# ---- flot_mul_issue_flat ----
--- src/rtl/flot_mul_issue_pkg.sv ---
// Shared float-format defaults, multiplier latency and small helpers for
// the flot_mul operand path.
package flot_mul_issue_pkg;

    localparam int FLOT_WIDTH       = 64;
    localparam int FLOT_WIDTH_EXP   = 11;
    localparam int FLOT_WIDTH_MAT   = 52;
    localparam int MUL_LAT_FLOT_MUL = 6;

    typedef enum logic [1:0] {
        ST_IDLE  = 2'd0,
        ST_ISSUE = 2'd1,
        ST_DRAIN = 2'd2
    } seq_state_e;

    // Smallest r with 2**r >= n.
    function automatic int log2_ceil(input int n);
        int r;
        r = 0;
        for (int i = 0; i < 31; i++) begin
            if ((1 << i) < n) r = i + 1;
        end
        return r;
    endfunction

    // Exponent field position inside {exp, mantissa}.
    function automatic int exp_field_lsb(input int w_mat);
        return w_mat;
    endfunction

    function automatic int exp_field_msb(input int w_exp, input int w_mat);
        return w_mat + w_exp - 1;
    endfunction

endpackage

--- src/rtl/flot_mul_issue_if.sv ---
// Coefficient-write, sample handshake, operand and result-tracking bundle
// of the flot_mul operand sequencer.
interface flot_mul_issue_if
    import flot_mul_issue_pkg::*;
#(
    parameter int WIDTH = FLOT_WIDTH,
    parameter int TW    = 3
);
    logic             coef_we;
    logic [TW-1:0]    coef_addr;
    logic [WIDTH-1:0] coef_wdata;
    logic             s_valid;
    logic [WIDTH-1:0] s_data;
    logic             s_ready;
    logic             busy;
    logic [WIDTH-1:0] mul_op1;
    logic [WIDTH-1:0] mul_op2;
    logic             mul_exce;
    logic             r_valid;
    logic [TW-1:0]    r_tap;
    logic             r_zero;
    logic             r_last;

    modport master (
        output coef_we, coef_addr, coef_wdata, s_valid, s_data,
        input  s_ready, busy, mul_op1, mul_op2, mul_exce,
               r_valid, r_tap, r_zero, r_last
    );

    modport slave (
        input  coef_we, coef_addr, coef_wdata, s_valid, s_data,
        output s_ready, busy, mul_op1, mul_op2, mul_exce,
               r_valid, r_tap, r_zero, r_last
    );
endinterface

--- src/rtl/flot_mul_issue_classify.sv ---
// Combinational operand classifier: flags inf/NaN/denormal as special and
// +/-0 as zero. Takes exponent+mantissa only; the sign never matters here.
module flot_classify
    import flot_mul_issue_pkg::*;
#(
    parameter int WIDTH_exp = FLOT_WIDTH_EXP,
    parameter int WIDTH_mat = FLOT_WIDTH_MAT
) (
    input  logic [WIDTH_exp+WIDTH_mat-1:0] x_mag,
    output logic                           special,
    output logic                           zero
);
    localparam int EXP_MSB = exp_field_msb(WIDTH_exp, WIDTH_mat);
    localparam int EXP_LSB = exp_field_lsb(WIDTH_mat);

    logic [WIDTH_exp-1:0] e;
    logic [WIDTH_mat-1:0] m;

    assign e = x_mag[EXP_MSB:EXP_LSB];
    assign m = x_mag[WIDTH_mat-1:0];

    // special = exponent all ones, or denormal; zero = all bits clear
    always_comb begin
        special = (&e) | ((~|e) & (|m));
        zero    = (~|e) & (~|m);
    end
endmodule

--- src/rtl/flot_mul_issue.sv ---
// Operand sequencer for one IIR tap bank feeding flot_mul_pipe. Each
// accepted sample shifts the delay line and issues TAPS coef x sample pairs
// back to back; a MUL_LAT-deep tag pipe lines up tap/zero/last with the
// multiplier result.
//
//   state    | meaning
//   ---------+----------------------------------------------------------
//   ST_IDLE  | ready for a sample, coefficient writes accepted
//   ST_ISSUE | presenting pair k_q this cycle, k_q = 0..TAPS-1
//   ST_DRAIN | operands zero, waiting for the last-tap result to emerge
module flot_mul_issue
    import flot_mul_issue_pkg::*;
#(
    parameter int WIDTH     = FLOT_WIDTH,
    parameter int WIDTH_exp = FLOT_WIDTH_EXP,
    parameter int WIDTH_mat = FLOT_WIDTH_MAT,
    parameter int TAPS      = 5,
    parameter int MUL_LAT   = MUL_LAT_FLOT_MUL
) (
    input  logic CLK,
    input  logic nRST,
    flot_mul_issue_if.slave bus
);
    localparam int            TW       = log2_ceil(TAPS);
    localparam logic [TW-1:0] LAST_TAP = TW'(TAPS - 1);

    seq_state_e       state, state_nxt;
    logic [WIDTH-1:0] coef     [TAPS];
    logic [WIDTH-1:0] coef_eff [TAPS];
    logic [WIDTH-1:0] x_dl     [TAPS];
    logic [WIDTH-1:0] x_eff    [TAPS];
    logic             accept, issue_nxt;
    logic [TW-1:0]    idx_nxt, k_q;
    logic [WIDTH-1:0] op1_d, op2_d, op1_q, op2_q;
    logic             sp1, sp2, z1, z2, exce_d, zero_d;
    logic             exce_q, zero_q, issue_q, last_q;
    logic [MUL_LAT-1:0] pv, pz, pl;
    logic [TW-1:0]      pt [MUL_LAT];

    assign accept = bus.s_valid & bus.s_ready;

    // state register
    always_ff @(posedge CLK or negedge nRST) begin
        if (!nRST) state <= ST_IDLE;
        else       state <= state_nxt;
    end

    // next-state: ISSUE ends after the last tap, DRAIN ends on the last result
    always_comb begin
        state_nxt = state;
        case (state)
            ST_IDLE:  if (accept)          state_nxt = ST_ISSUE;
            ST_ISSUE: if (k_q == LAST_TAP) state_nxt = ST_DRAIN;
            ST_DRAIN: if (pl[MUL_LAT-1])   state_nxt = ST_IDLE;
            default:                       state_nxt = ST_IDLE;
        endcase
    end

    // FSM outputs: handshake and which pair gets registered at the next edge
    always_comb begin
        bus.s_ready = 1'b0;
        bus.busy    = 1'b1;
        issue_nxt   = 1'b0;
        idx_nxt     = '0;
        case (state)
            ST_IDLE: begin
                bus.s_ready = nRST;
                bus.busy    = 1'b0;
                issue_nxt   = bus.s_valid & nRST;
            end
            ST_ISSUE: begin
                issue_nxt = (k_q != LAST_TAP);
                idx_nxt   = (k_q != LAST_TAP) ? k_q + TW'(1) : '0;
            end
            default: ;
        endcase
    end

    // coefficient view with an IDLE write already applied, so a sample taken
    // in the same cycle sees the new value; out-of-range addresses match nothing
    always_comb begin
        for (int i = 0; i < TAPS; i++) begin
            coef_eff[i] = coef[i];
            if (state == ST_IDLE && bus.coef_we && bus.coef_addr == TW'(i))
                coef_eff[i] = bus.coef_wdata;
        end
    end

    // delay line view after the shift caused by an accept
    always_comb begin
        x_eff[0] = accept ? bus.s_data : x_dl[0];
        for (int i = 1; i < TAPS; i++)
            x_eff[i] = accept ? x_dl[i-1] : x_dl[i];
    end

    assign op1_d = issue_nxt ? coef_eff[idx_nxt] : '0;
    assign op2_d = issue_nxt ? x_eff[idx_nxt]    : '0;

    flot_classify #(.WIDTH_exp(WIDTH_exp), .WIDTH_mat(WIDTH_mat)) u_cls_op1 (
        .x_mag(op1_d[WIDTH-2:0]), .special(sp1), .zero(z1)
    );
    flot_classify #(.WIDTH_exp(WIDTH_exp), .WIDTH_mat(WIDTH_mat)) u_cls_op2 (
        .x_mag(op2_d[WIDTH-2:0]), .special(sp2), .zero(z2)
    );

    assign exce_d = sp1 | sp2;
    assign zero_d = (z1 | z2) & ~exce_d & issue_nxt;

    // coefficient bank and sample delay line
    always_ff @(posedge CLK or negedge nRST) begin
        if (!nRST) begin
            for (int i = 0; i < TAPS; i++) begin
                coef[i] <= '0;
                x_dl[i] <= '0;
            end
        end else begin
            for (int i = 0; i < TAPS; i++) begin
                coef[i] <= coef_eff[i];
                x_dl[i] <= x_eff[i];
            end
        end
    end

    // operand register presented to the multiplier, with its classification
    always_ff @(posedge CLK or negedge nRST) begin
        if (!nRST) begin
            op1_q   <= '0;
            op2_q   <= '0;
            exce_q  <= 1'b0;
            zero_q  <= 1'b0;
            issue_q <= 1'b0;
            k_q     <= '0;
            last_q  <= 1'b0;
        end else begin
            op1_q   <= op1_d;
            op2_q   <= op2_d;
            exce_q  <= exce_d;
            zero_q  <= zero_d;
            issue_q <= issue_nxt;
            k_q     <= idx_nxt;
            last_q  <= issue_nxt && (idx_nxt == LAST_TAP);
        end
    end

    // tag pipe matching the multiplier latency; cleared by reset so pairs
    // still in flight never report a result
    always_ff @(posedge CLK or negedge nRST) begin
        if (!nRST) begin
            pv <= '0;
            pz <= '0;
            pl <= '0;
            for (int i = 0; i < MUL_LAT; i++) pt[i] <= '0;
        end else begin
            pv    <= {pv[MUL_LAT-2:0], issue_q};
            pz    <= {pz[MUL_LAT-2:0], zero_q};
            pl    <= {pl[MUL_LAT-2:0], last_q};
            pt[0] <= k_q;
            for (int i = 1; i < MUL_LAT; i++) pt[i] <= pt[i-1];
        end
    end

    assign bus.mul_op1  = op1_q;
    assign bus.mul_op2  = op2_q;
    assign bus.mul_exce = exce_q;
    assign bus.r_valid  = pv[MUL_LAT-1];
    assign bus.r_tap    = pt[MUL_LAT-1];
    assign bus.r_zero   = pz[MUL_LAT-1];
    assign bus.r_last   = pl[MUL_LAT-1];
endmodule

--- src/flat_wrapper.sv ---
// flat-port wrapper written by rule: the top's interface ports become plain ports
module flot_mul_issue_flat import flot_mul_issue_pkg::*;
#(
    parameter int WIDTH     = FLOT_WIDTH,
    parameter int WIDTH_exp = FLOT_WIDTH_EXP,
    parameter int WIDTH_mat = FLOT_WIDTH_MAT,
    parameter int TAPS      = 5,
    parameter int MUL_LAT   = MUL_LAT_FLOT_MUL
)
  (CLK, nRST, bus_coef_we, bus_coef_addr, bus_coef_wdata, bus_s_valid, bus_s_data, bus_s_ready, bus_busy, bus_mul_op1, bus_mul_op2, bus_mul_exce, bus_r_valid, bus_r_tap, bus_r_zero, bus_r_last);
  flot_mul_issue_if #(.WIDTH(WIDTH)) bus_i ();
  input  logic CLK;
  input  logic nRST;
  input wire logic [$bits(bus_i.coef_we)-1:0] bus_coef_we;
  input wire logic [$bits(bus_i.coef_addr)-1:0] bus_coef_addr;
  input wire logic [$bits(bus_i.coef_wdata)-1:0] bus_coef_wdata;
  input wire logic [$bits(bus_i.s_valid)-1:0] bus_s_valid;
  input wire logic [$bits(bus_i.s_data)-1:0] bus_s_data;
  output wire logic [$bits(bus_i.s_ready)-1:0] bus_s_ready;
  output wire logic [$bits(bus_i.busy)-1:0] bus_busy;
  output wire logic [$bits(bus_i.mul_op1)-1:0] bus_mul_op1;
  output wire logic [$bits(bus_i.mul_op2)-1:0] bus_mul_op2;
  output wire logic [$bits(bus_i.mul_exce)-1:0] bus_mul_exce;
  output wire logic [$bits(bus_i.r_valid)-1:0] bus_r_valid;
  output wire logic [$bits(bus_i.r_tap)-1:0] bus_r_tap;
  output wire logic [$bits(bus_i.r_zero)-1:0] bus_r_zero;
  output wire logic [$bits(bus_i.r_last)-1:0] bus_r_last;
  assign bus_i.coef_we = bus_coef_we;
  assign bus_i.coef_addr = bus_coef_addr;
  assign bus_i.coef_wdata = bus_coef_wdata;
  assign bus_i.s_valid = bus_s_valid;
  assign bus_i.s_data = bus_s_data;
  assign bus_s_ready = bus_i.s_ready;
  assign bus_busy = bus_i.busy;
  assign bus_mul_op1 = bus_i.mul_op1;
  assign bus_mul_op2 = bus_i.mul_op2;
  assign bus_mul_exce = bus_i.mul_exce;
  assign bus_r_valid = bus_i.r_valid;
  assign bus_r_tap = bus_i.r_tap;
  assign bus_r_zero = bus_i.r_zero;
  assign bus_r_last = bus_i.r_last;
  flot_mul_issue #(.WIDTH(WIDTH), .WIDTH_exp(WIDTH_exp), .WIDTH_mat(WIDTH_mat), .TAPS(TAPS), .MUL_LAT(MUL_LAT)) u_core (.CLK(CLK), .nRST(nRST), .bus(bus_i));
endmodule
--- config.mk ---
export PLATFORM = sky130hd
export DESIGN_NAME = flot_mul_issue_flat
export DESIGN_NICKNAME = d
export VERILOG_FILES = /design/src/rtl/flot_mul_issue_pkg.sv /design/src/rtl/flot_mul_issue_if.sv /design/src/rtl/flot_mul_issue_classify.sv /design/src/rtl/flot_mul_issue.sv /design/src/flat_wrapper.sv
export SDC_FILE = /design/constraint.sdc
export NUM_CORES = 2
export LEC_CHECK = 0
export CORE_ASPECT_RATIO = 0.5
export CORE_MARGIN = 1
export CORE_UTILIZATION = 25
export CTS_CLUSTER_SIZE = 30
export DETAILED_ROUTE_END_ITERATION = 6
export SETUP_SLACK_MARGIN = 0.05
export SLEW_MARGIN = 15
export SYNTH_ARGS = -nofsm -noshare
export SYNTH_HDL_FRONTEND = slang
export SYNTH_SLANG_ARGS = --single-unit
--- constraint.sdc ---
create_clock -name CLK -period 2.95 [get_ports CLK]
set_input_delay 0.59 -clock CLK [delete_from_list [all_inputs] [get_ports CLK]]
set_output_delay 0.59 -clock CLK [all_outputs]
set_load 0.05 [all_outputs]
Figure 1. Congestion heat map (flot_mul_issue_flat).
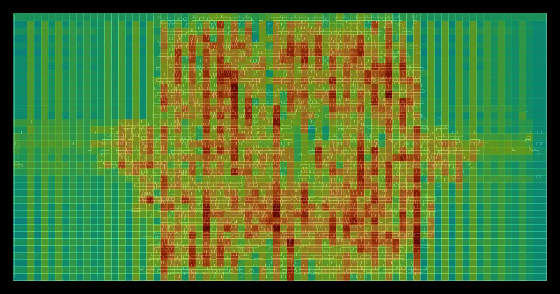
global routing met1 resource utilization: 0.1898
end-of-flow core utilization: 0.3433
Most Used Layer, Global Route: met2
DR WL/cell: 18.71 µm
GR Util met2: 0.2662

==> run summary <==
Quick summary of the implementation run below.

In this run the tool buffered the top-level ports with 271 buffer cells. The clock insertion delay at the later pin of the skew report came out at 680 ps. The net count after synthesis is 3,345.

The largest area contributor in the synthesized netlist is sky130_fd_sc_hd__dfrtp_1. The worst setup path is of the reg -> reg kind. Detailed placement finished with a half-perimeter wire length of 74,890 µm.

The number of failing setup endpoints in the final timing report came out at 2. By area the synthesized netlist is led by sky130_fd_sc_hd__dfrtp_1, sky130_fd_sc_hd__nand2_1, sky130_fd_sc_hd__mux2_2, sky130_fd_sc_hd__o21ai_0, sky130_fd_sc_hd__o221ai_1. The clock net sink count is 813.

The run finished, with violations left. The final reports fail on negative setup slack. The number of global-route vias before repair is 27,814. The total inserted antenna cells came out at 4. After layout, the worst setup slack is -872.9 ps. The global routing report lists met3 layer usage as 0.02660. Looking at the clock tree report, the H-tree level count equals 3. No sink is reached through more buffers than the 3 on the longest clock path. The count of plain and timing-repair buffers came out at 822. The headroom to the max-slew limit is 0.3072. Per the layout report, the design carries 13,351 filler cells. The first-pass GRT wire length came out at 166,100 µm. The share of total power dissipated in sequential elements is 0.307.
Figure 2. Logic cells by family (flot_mul_issue_flat).
Scale: 1.5 px per µm.
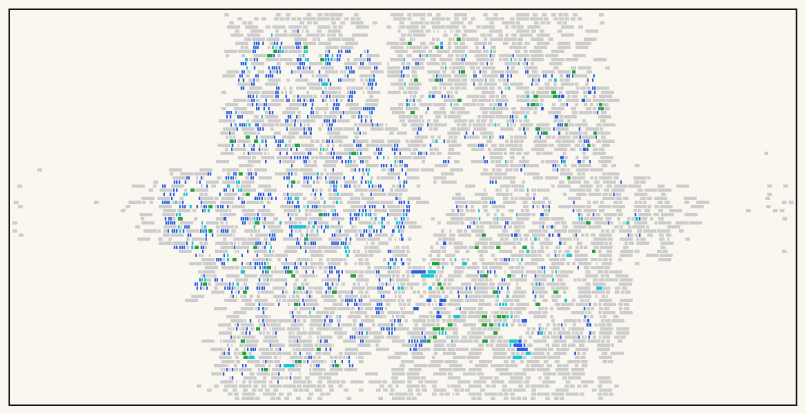
- blue: nand cells (cells 1,033)
- green: non-inverting ao/oa cells (cells 86)
- cyan: nor cells (cells 191)


# ---- uart_rx_flat ----
Figure 3. Close-up of the layout (uart_rx_flat).
Region (24, 8) to (54, 38) µm. Cells in gray, sequential cells in the stronger gray; small squares are vias.
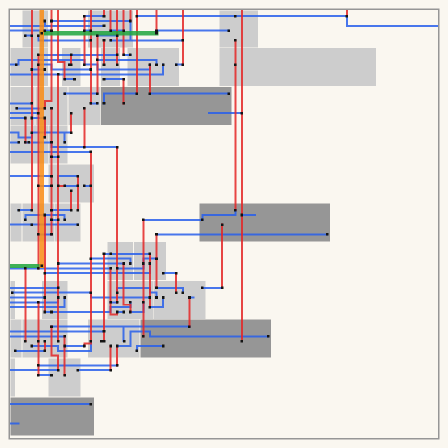
`src/rtl/uart_pkg.sv`:
```
`default_nettype none
// ============================================================================
//  Module      : uart_pkg
//  Description : Shared UART definitions. Holds the receive state encoding
//                and the half-bit-period helper that the transmit and
//                receive ends both use.
//  Contents    : state_t       - 3-bit FSM state encoding
//                half_period() - integer half of the bit-period divider
//  Revision    : 1.0 - initial release
// ============================================================================
package uart_pkg;

   typedef enum logic [2:0] {
      ST_IDLE  = 3'd0,
      ST_START = 3'd1,
      ST_DATA  = 3'd2,
      ST_STOP  = 3'd3,
      ST_BREAK = 3'd4
   } state_t;

   // A bit period is clk_div+1 clocks; the mid-bit offset is clk_div/2.
   function automatic int half_period(input int clk_div);
      return clk_div / 2;
   endfunction

endpackage
`default_nettype wire

```
`src/rtl/uart_rx_if.sv`:
```
`default_nettype none
// ============================================================================
//  Module      : uart_rx_if
//  Description : Serial-line and received-word bundle for uart_rx.
//  Ports       : i_rx        - serial line into the receiver (idles high)
//                o_data      - last good word
//                o_valid     - one-cycle good-frame strobe
//                o_frame_err - one-cycle framing-error strobe
//                o_active    - receiver busy with a frame
//  Modports    : slave  - the receiver
//                master - the line driver / word consumer
//  Revision    : 1.0 - initial release
// ============================================================================
interface uart_rx_if #(
   parameter int p_WORD_LEN = 8
);
   logic                  i_rx;
   logic [p_WORD_LEN-1:0] o_data;
   logic                  o_valid;
   logic                  o_frame_err;
   logic                  o_active;

   modport slave  (input  i_rx, output o_data, output o_valid, output o_frame_err, output o_active);
   modport master (output i_rx, input  o_data, input  o_valid, input  o_frame_err, input  o_active);
endinterface
`default_nettype wire

```
`src/rtl/sync_2ff.sv`:
```
`default_nettype none
// ============================================================================
//  Module      : sync_2ff
//  Description : Two-flop synchronizer for a single asynchronous bit.
//  Ports       : i_clk   - destination clock
//                i_rst_n - asynchronous active-low reset
//                i_d     - asynchronous input
//                o_q     - synchronized output
//  Parameters  : p_RESET_VAL - value both flops take in reset
//  Revision    : 1.0 - initial release
// ============================================================================
module sync_2ff #(
   parameter bit p_RESET_VAL = 1'b0
) (
   input  wire logic i_clk,
   input  wire logic i_rst_n,
   input  wire logic i_d,
   output logic      o_q
);

   logic r_meta;
   logic r_sync;

   always_ff @(posedge i_clk or negedge i_rst_n) begin
      if (!i_rst_n) begin
         r_meta <= p_RESET_VAL;
         r_sync <= p_RESET_VAL;
      end else begin
         r_meta <= i_d;
         r_sync <= r_meta;
      end
   end

   assign o_q = r_sync;

endmodule
`default_nettype wire

```
`src/rtl/uart_rx.sv`:
```
`default_nettype none
// ============================================================================
//  Module      : uart_rx
//  Description : UART receiver. 1 start bit, p_WORD_LEN data bits LSB first,
//                1 stop bit. Emits a one-cycle o_valid per good frame and a
//                one-cycle o_frame_err when the stop bit is sampled low.
//  Ports       : i_clk   - clock, rising edge
//                i_rst_n - asynchronous active-low reset
//                bus     - uart_rx_if.slave (i_rx, o_data, o_valid,
//                          o_frame_err, o_active)
//  Parameters  : p_CLK_DIV  - bit period is p_CLK_DIV+1 clocks (>= 3)
//                p_WORD_LEN - data bits per frame
//  Revision    : 1.0 - initial release
// ============================================================================
module uart_rx
   import uart_pkg::*;
#(
   parameter int p_CLK_DIV  = 104,
   parameter int p_WORD_LEN = 8
) (
   input wire logic i_clk,
   input wire logic i_rst_n,
   uart_rx_if.slave bus
);

   localparam int CW = $clog2(p_CLK_DIV + 1);
   localparam int BW = $clog2(p_WORD_LEN + 1);

   localparam logic [CW-1:0] c_HALF     = CW'(half_period(p_CLK_DIV));
   localparam logic [CW-1:0] c_DIV      = CW'(p_CLK_DIV);
   localparam logic [CW-1:0] c_CLK_ONE  = CW'(1);
   localparam logic [BW-1:0] c_LAST_BIT = BW'(p_WORD_LEN - 1);
   localparam logic [BW-1:0] c_BIT_ONE  = BW'(1);

   logic                  w_rx_s;
   state_t                r_state;
   state_t                w_state_next;
   logic [CW-1:0]         r_clk_cnt;
   logic [BW-1:0]         r_bit_cnt;
   logic [p_WORD_LEN-1:0] r_shift;
   logic [p_WORD_LEN-1:0] r_data;
   logic                  r_valid;
   logic                  r_frame_err;
   logic                  r_active;

   // Line idles high, so the synchronizer resets to 1 to avoid a false start.
   sync_2ff #(
      .p_RESET_VAL (1'b1)
   ) u_sync (
      .i_clk   (i_clk),
      .i_rst_n (i_rst_n),
      .i_d     (bus.i_rx),
      .o_q     (w_rx_s)
   );

   // State register
   always_ff @(posedge i_clk or negedge i_rst_n) begin
      if (!i_rst_n) r_state <= ST_IDLE;
      else          r_state <= w_state_next;
   end

   // Next-state logic
   always_comb begin
      w_state_next = r_state;
      case (r_state)
         ST_IDLE:  if (!w_rx_s) w_state_next = ST_START;
         // Start bit must still be low at mid-bit, otherwise it was a glitch.
         ST_START: if (r_clk_cnt == c_HALF) w_state_next = w_rx_s ? ST_IDLE : ST_DATA;
         ST_DATA:  if (r_clk_cnt == c_DIV && r_bit_cnt == c_LAST_BIT) w_state_next = ST_STOP;
         ST_STOP:  if (r_clk_cnt == c_DIV) w_state_next = w_rx_s ? ST_IDLE : ST_BREAK;
         // Hold off until the line returns high so a stuck-low line is not
         // mistaken for a fresh start bit.
         ST_BREAK: if (w_rx_s) w_state_next = ST_IDLE;
         default:  w_state_next = ST_IDLE;
      endcase
   end

   // Counters, shift register and registered outputs
   always_ff @(posedge i_clk or negedge i_rst_n) begin
      if (!i_rst_n) begin
         r_clk_cnt   <= '0;
         r_bit_cnt   <= '0;
         r_shift     <= '0;
         r_data      <= '0;
         r_valid     <= 1'b0;
         r_frame_err <= 1'b0;
         r_active    <= 1'b0;
      end else begin
         r_valid     <= 1'b0;
         r_frame_err <= 1'b0;
         case (r_state)
            ST_IDLE: begin
               r_clk_cnt <= '0;
               r_bit_cnt <= '0;
               r_active  <= !w_rx_s;
            end
            ST_START: begin
               if (r_clk_cnt == c_HALF) begin
                  r_clk_cnt <= '0;
                  if (w_rx_s) r_active <= 1'b0;
               end else begin
                  r_clk_cnt <= r_clk_cnt + c_CLK_ONE;
               end
            end
            ST_DATA: begin
               if (r_clk_cnt == c_DIV) begin
                  r_clk_cnt <= '0;
                  // Shift in at the MSB so the first (LSB) bit ends at bit 0.
                  r_shift   <= {w_rx_s, r_shift[p_WORD_LEN-1:1]};
                  r_bit_cnt <= (r_bit_cnt == c_LAST_BIT) ? '0 : r_bit_cnt + c_BIT_ONE;
               end else begin
                  r_clk_cnt <= r_clk_cnt + c_CLK_ONE;
               end
            end
            ST_STOP: begin
               if (r_clk_cnt == c_DIV) begin
                  r_clk_cnt <= '0;
                  if (w_rx_s) begin
                     r_data   <= r_shift;
                     r_valid  <= 1'b1;
                     r_active <= 1'b0;
                  end else begin
                     r_frame_err <= 1'b1;
                  end
               end else begin
                  r_clk_cnt <= r_clk_cnt + c_CLK_ONE;
               end
            end
            ST_BREAK: begin
               if (w_rx_s) r_active <= 1'b0;
            end
            default: begin
               r_clk_cnt <= '0;
               r_bit_cnt <= '0;
               r_active  <= 1'b0;
            end
         endcase
      end
   end

   assign bus.o_data      = r_data;
   assign bus.o_valid     = r_valid;
   assign bus.o_frame_err = r_frame_err;
   assign bus.o_active    = r_active;

endmodule
`default_nettype wire

```
`src/flat_wrapper.sv`:
```
// flat-port wrapper written by rule: the top's interface ports become plain ports
module uart_rx_flat import uart_pkg::*;
#(
   parameter int p_CLK_DIV  = 104,
   parameter int p_WORD_LEN = 8
)
  (i_clk, i_rst_n, bus_i_rx, bus_o_data, bus_o_valid, bus_o_frame_err, bus_o_active);
  uart_rx_if #(.p_WORD_LEN(p_WORD_LEN)) bus_i ();
  input wire logic i_clk;
  input wire logic i_rst_n;
  input wire logic [$bits(bus_i.i_rx)-1:0] bus_i_rx;
  output wire logic [$bits(bus_i.o_data)-1:0] bus_o_data;
  output wire logic [$bits(bus_i.o_valid)-1:0] bus_o_valid;
  output wire logic [$bits(bus_i.o_frame_err)-1:0] bus_o_frame_err;
  output wire logic [$bits(bus_i.o_active)-1:0] bus_o_active;
  assign bus_i.i_rx = bus_i_rx;
  assign bus_o_data = bus_i.o_data;
  assign bus_o_valid = bus_i.o_valid;
  assign bus_o_frame_err = bus_i.o_frame_err;
  assign bus_o_active = bus_i.o_active;
  uart_rx #(.p_CLK_DIV(p_CLK_DIV), .p_WORD_LEN(p_WORD_LEN)) u_core (.i_clk(i_clk), .i_rst_n(i_rst_n), .bus(bus_i));
endmodule
```
`config.mk`:
```
export PLATFORM = sky130hd
export DESIGN_NAME = uart_rx_flat
export DESIGN_NICKNAME = d
export VERILOG_FILES = /design/src/rtl/uart_pkg.sv /design/src/rtl/uart_rx_if.sv /design/src/rtl/sync_2ff.sv /design/src/rtl/uart_rx.sv /design/src/flat_wrapper.sv
export SDC_FILE = /design/constraint.sdc
export NUM_CORES = 1
export LEC_CHECK = 0
export CORE_UTILIZATION = 30
export CTS_BUF_LIST = sky130_fd_sc_hd__clkbuf_4
export DETAILED_ROUTE_END_ITERATION = 16
export REMOVE_ABC_BUFFERS = 1
export SLEW_MARGIN = 20
export SYNTH_ARGS = -nofsm -noshare
export SYNTH_HDL_FRONTEND = slang
export SYNTH_SLANG_ARGS = --single-unit
```
`constraint.sdc`:
```
create_clock -name i_clk -period 4.45 [get_ports i_clk]
set_clock_uncertainty 0.05 [all_clocks]
set_input_delay 1.1125 -clock i_clk [delete_from_list [all_inputs] [get_ports i_clk]]
set_output_delay 1.1125 -clock i_clk [all_outputs]
set_load 0.03 [all_outputs]
```
==> run summary <==
Quick summary of the implementation run below.

The run finished with clean final reports. The overall power after layout is 559.6 µW. The capture point of the critical path is bus_o_data[5]. The total number of nets in the final design came out at 166. The global routing report lists met3 layer usage as 0.03488. The routed design could run at a clock period as short as 2558 ps. The headroom to the max-slew limit came out at 0.3641.

Ranked by instance count, the synthesized netlist is headed by sky130_fd_sc_hd__dfrtp_1, sky130_fd_sc_hd__mux2_2, sky130_fd_sc_hd__mux2_4, sky130_fd_sc_hd__nand2_1. The final worst-path cycle share came out at 0.5748. TritonCTS built the clock tree. The total negative slack for setup checks came out at 0 ps. The total length of routed wires is 3003 µm. Setup repair after global routing left no endpoint under its margin. The die span in x is 78.22 µm. The first-pass iteration count of the detailed router came out at 4. In this run, the synthesized area fraction spent on and/or/nand/nor cells is recorded as 0.1385. The clock buffer instance count of the final layout came out at 5. The critical hold path startpoint is u_core.u_sync.r_meta. The longest incremental delay of any stage on the critical path is reported as 680 ps. The maximum number of pins on one net before global-route repair is 36. The overall global routing resource usage is 0.1173. The biggest slice of the area belongs to sequential cells. The number of warnings in the stage logs is 26. The sequential fraction of the synthesis area is 0.5039.

Broken down by cell family, the worst path's largest delay share belongs to buffers and inverters. The worst setup path is launched from a flip-flop. The post-synthesis average cell area is 11.78 µm². The highest attainable clock frequency is 0.3910 GHz.
## Picture notes: Figure 3
- blue: metal 1
- orange: metal 4
- green: metal 3
- red: metal 2
- netlist names of flops here include: `u_core.r_clk_cnt` (3), `u_core.r_state` (1)
- sequential cells in the window: 4
- most frequent: dfrtp_1 (4), nor2b_1 (3)
- cells with their middle in the window: 29



==> layout pictures side by side <==
Routed metal per tile.
picture 1
Scale: 4 px per µm. The die is cut into 16 by 16 equal tiles; white is low, dark blue is high, scaled to the fullest tile. Values are wire area over tile area, all layers added.
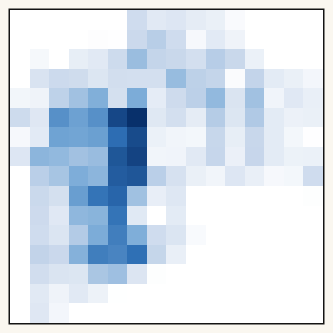
picture 2
Scale: 1 px per µm. The die is cut into 26 by 13 equal tiles; white is low, dark blue is high, scaled to the fullest tile. Values are wire area over tile area, all layers added.
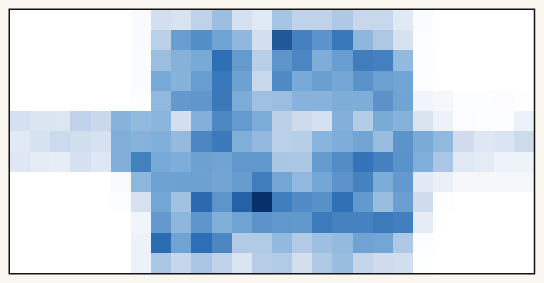
- flot_mul_issue_flat = picture 2
- uart_rx_flat = picture 1
Of these, largest die: picture 2

Key to picture 2:
- tiles over half the peak: 25%
- nearly empty tiles: 33%
- fullest tile: 0.46
- emptiest ninth of the die: north-west
- mean over tiles: 0.13

Power is estimated from default activity; no workload was simulated.
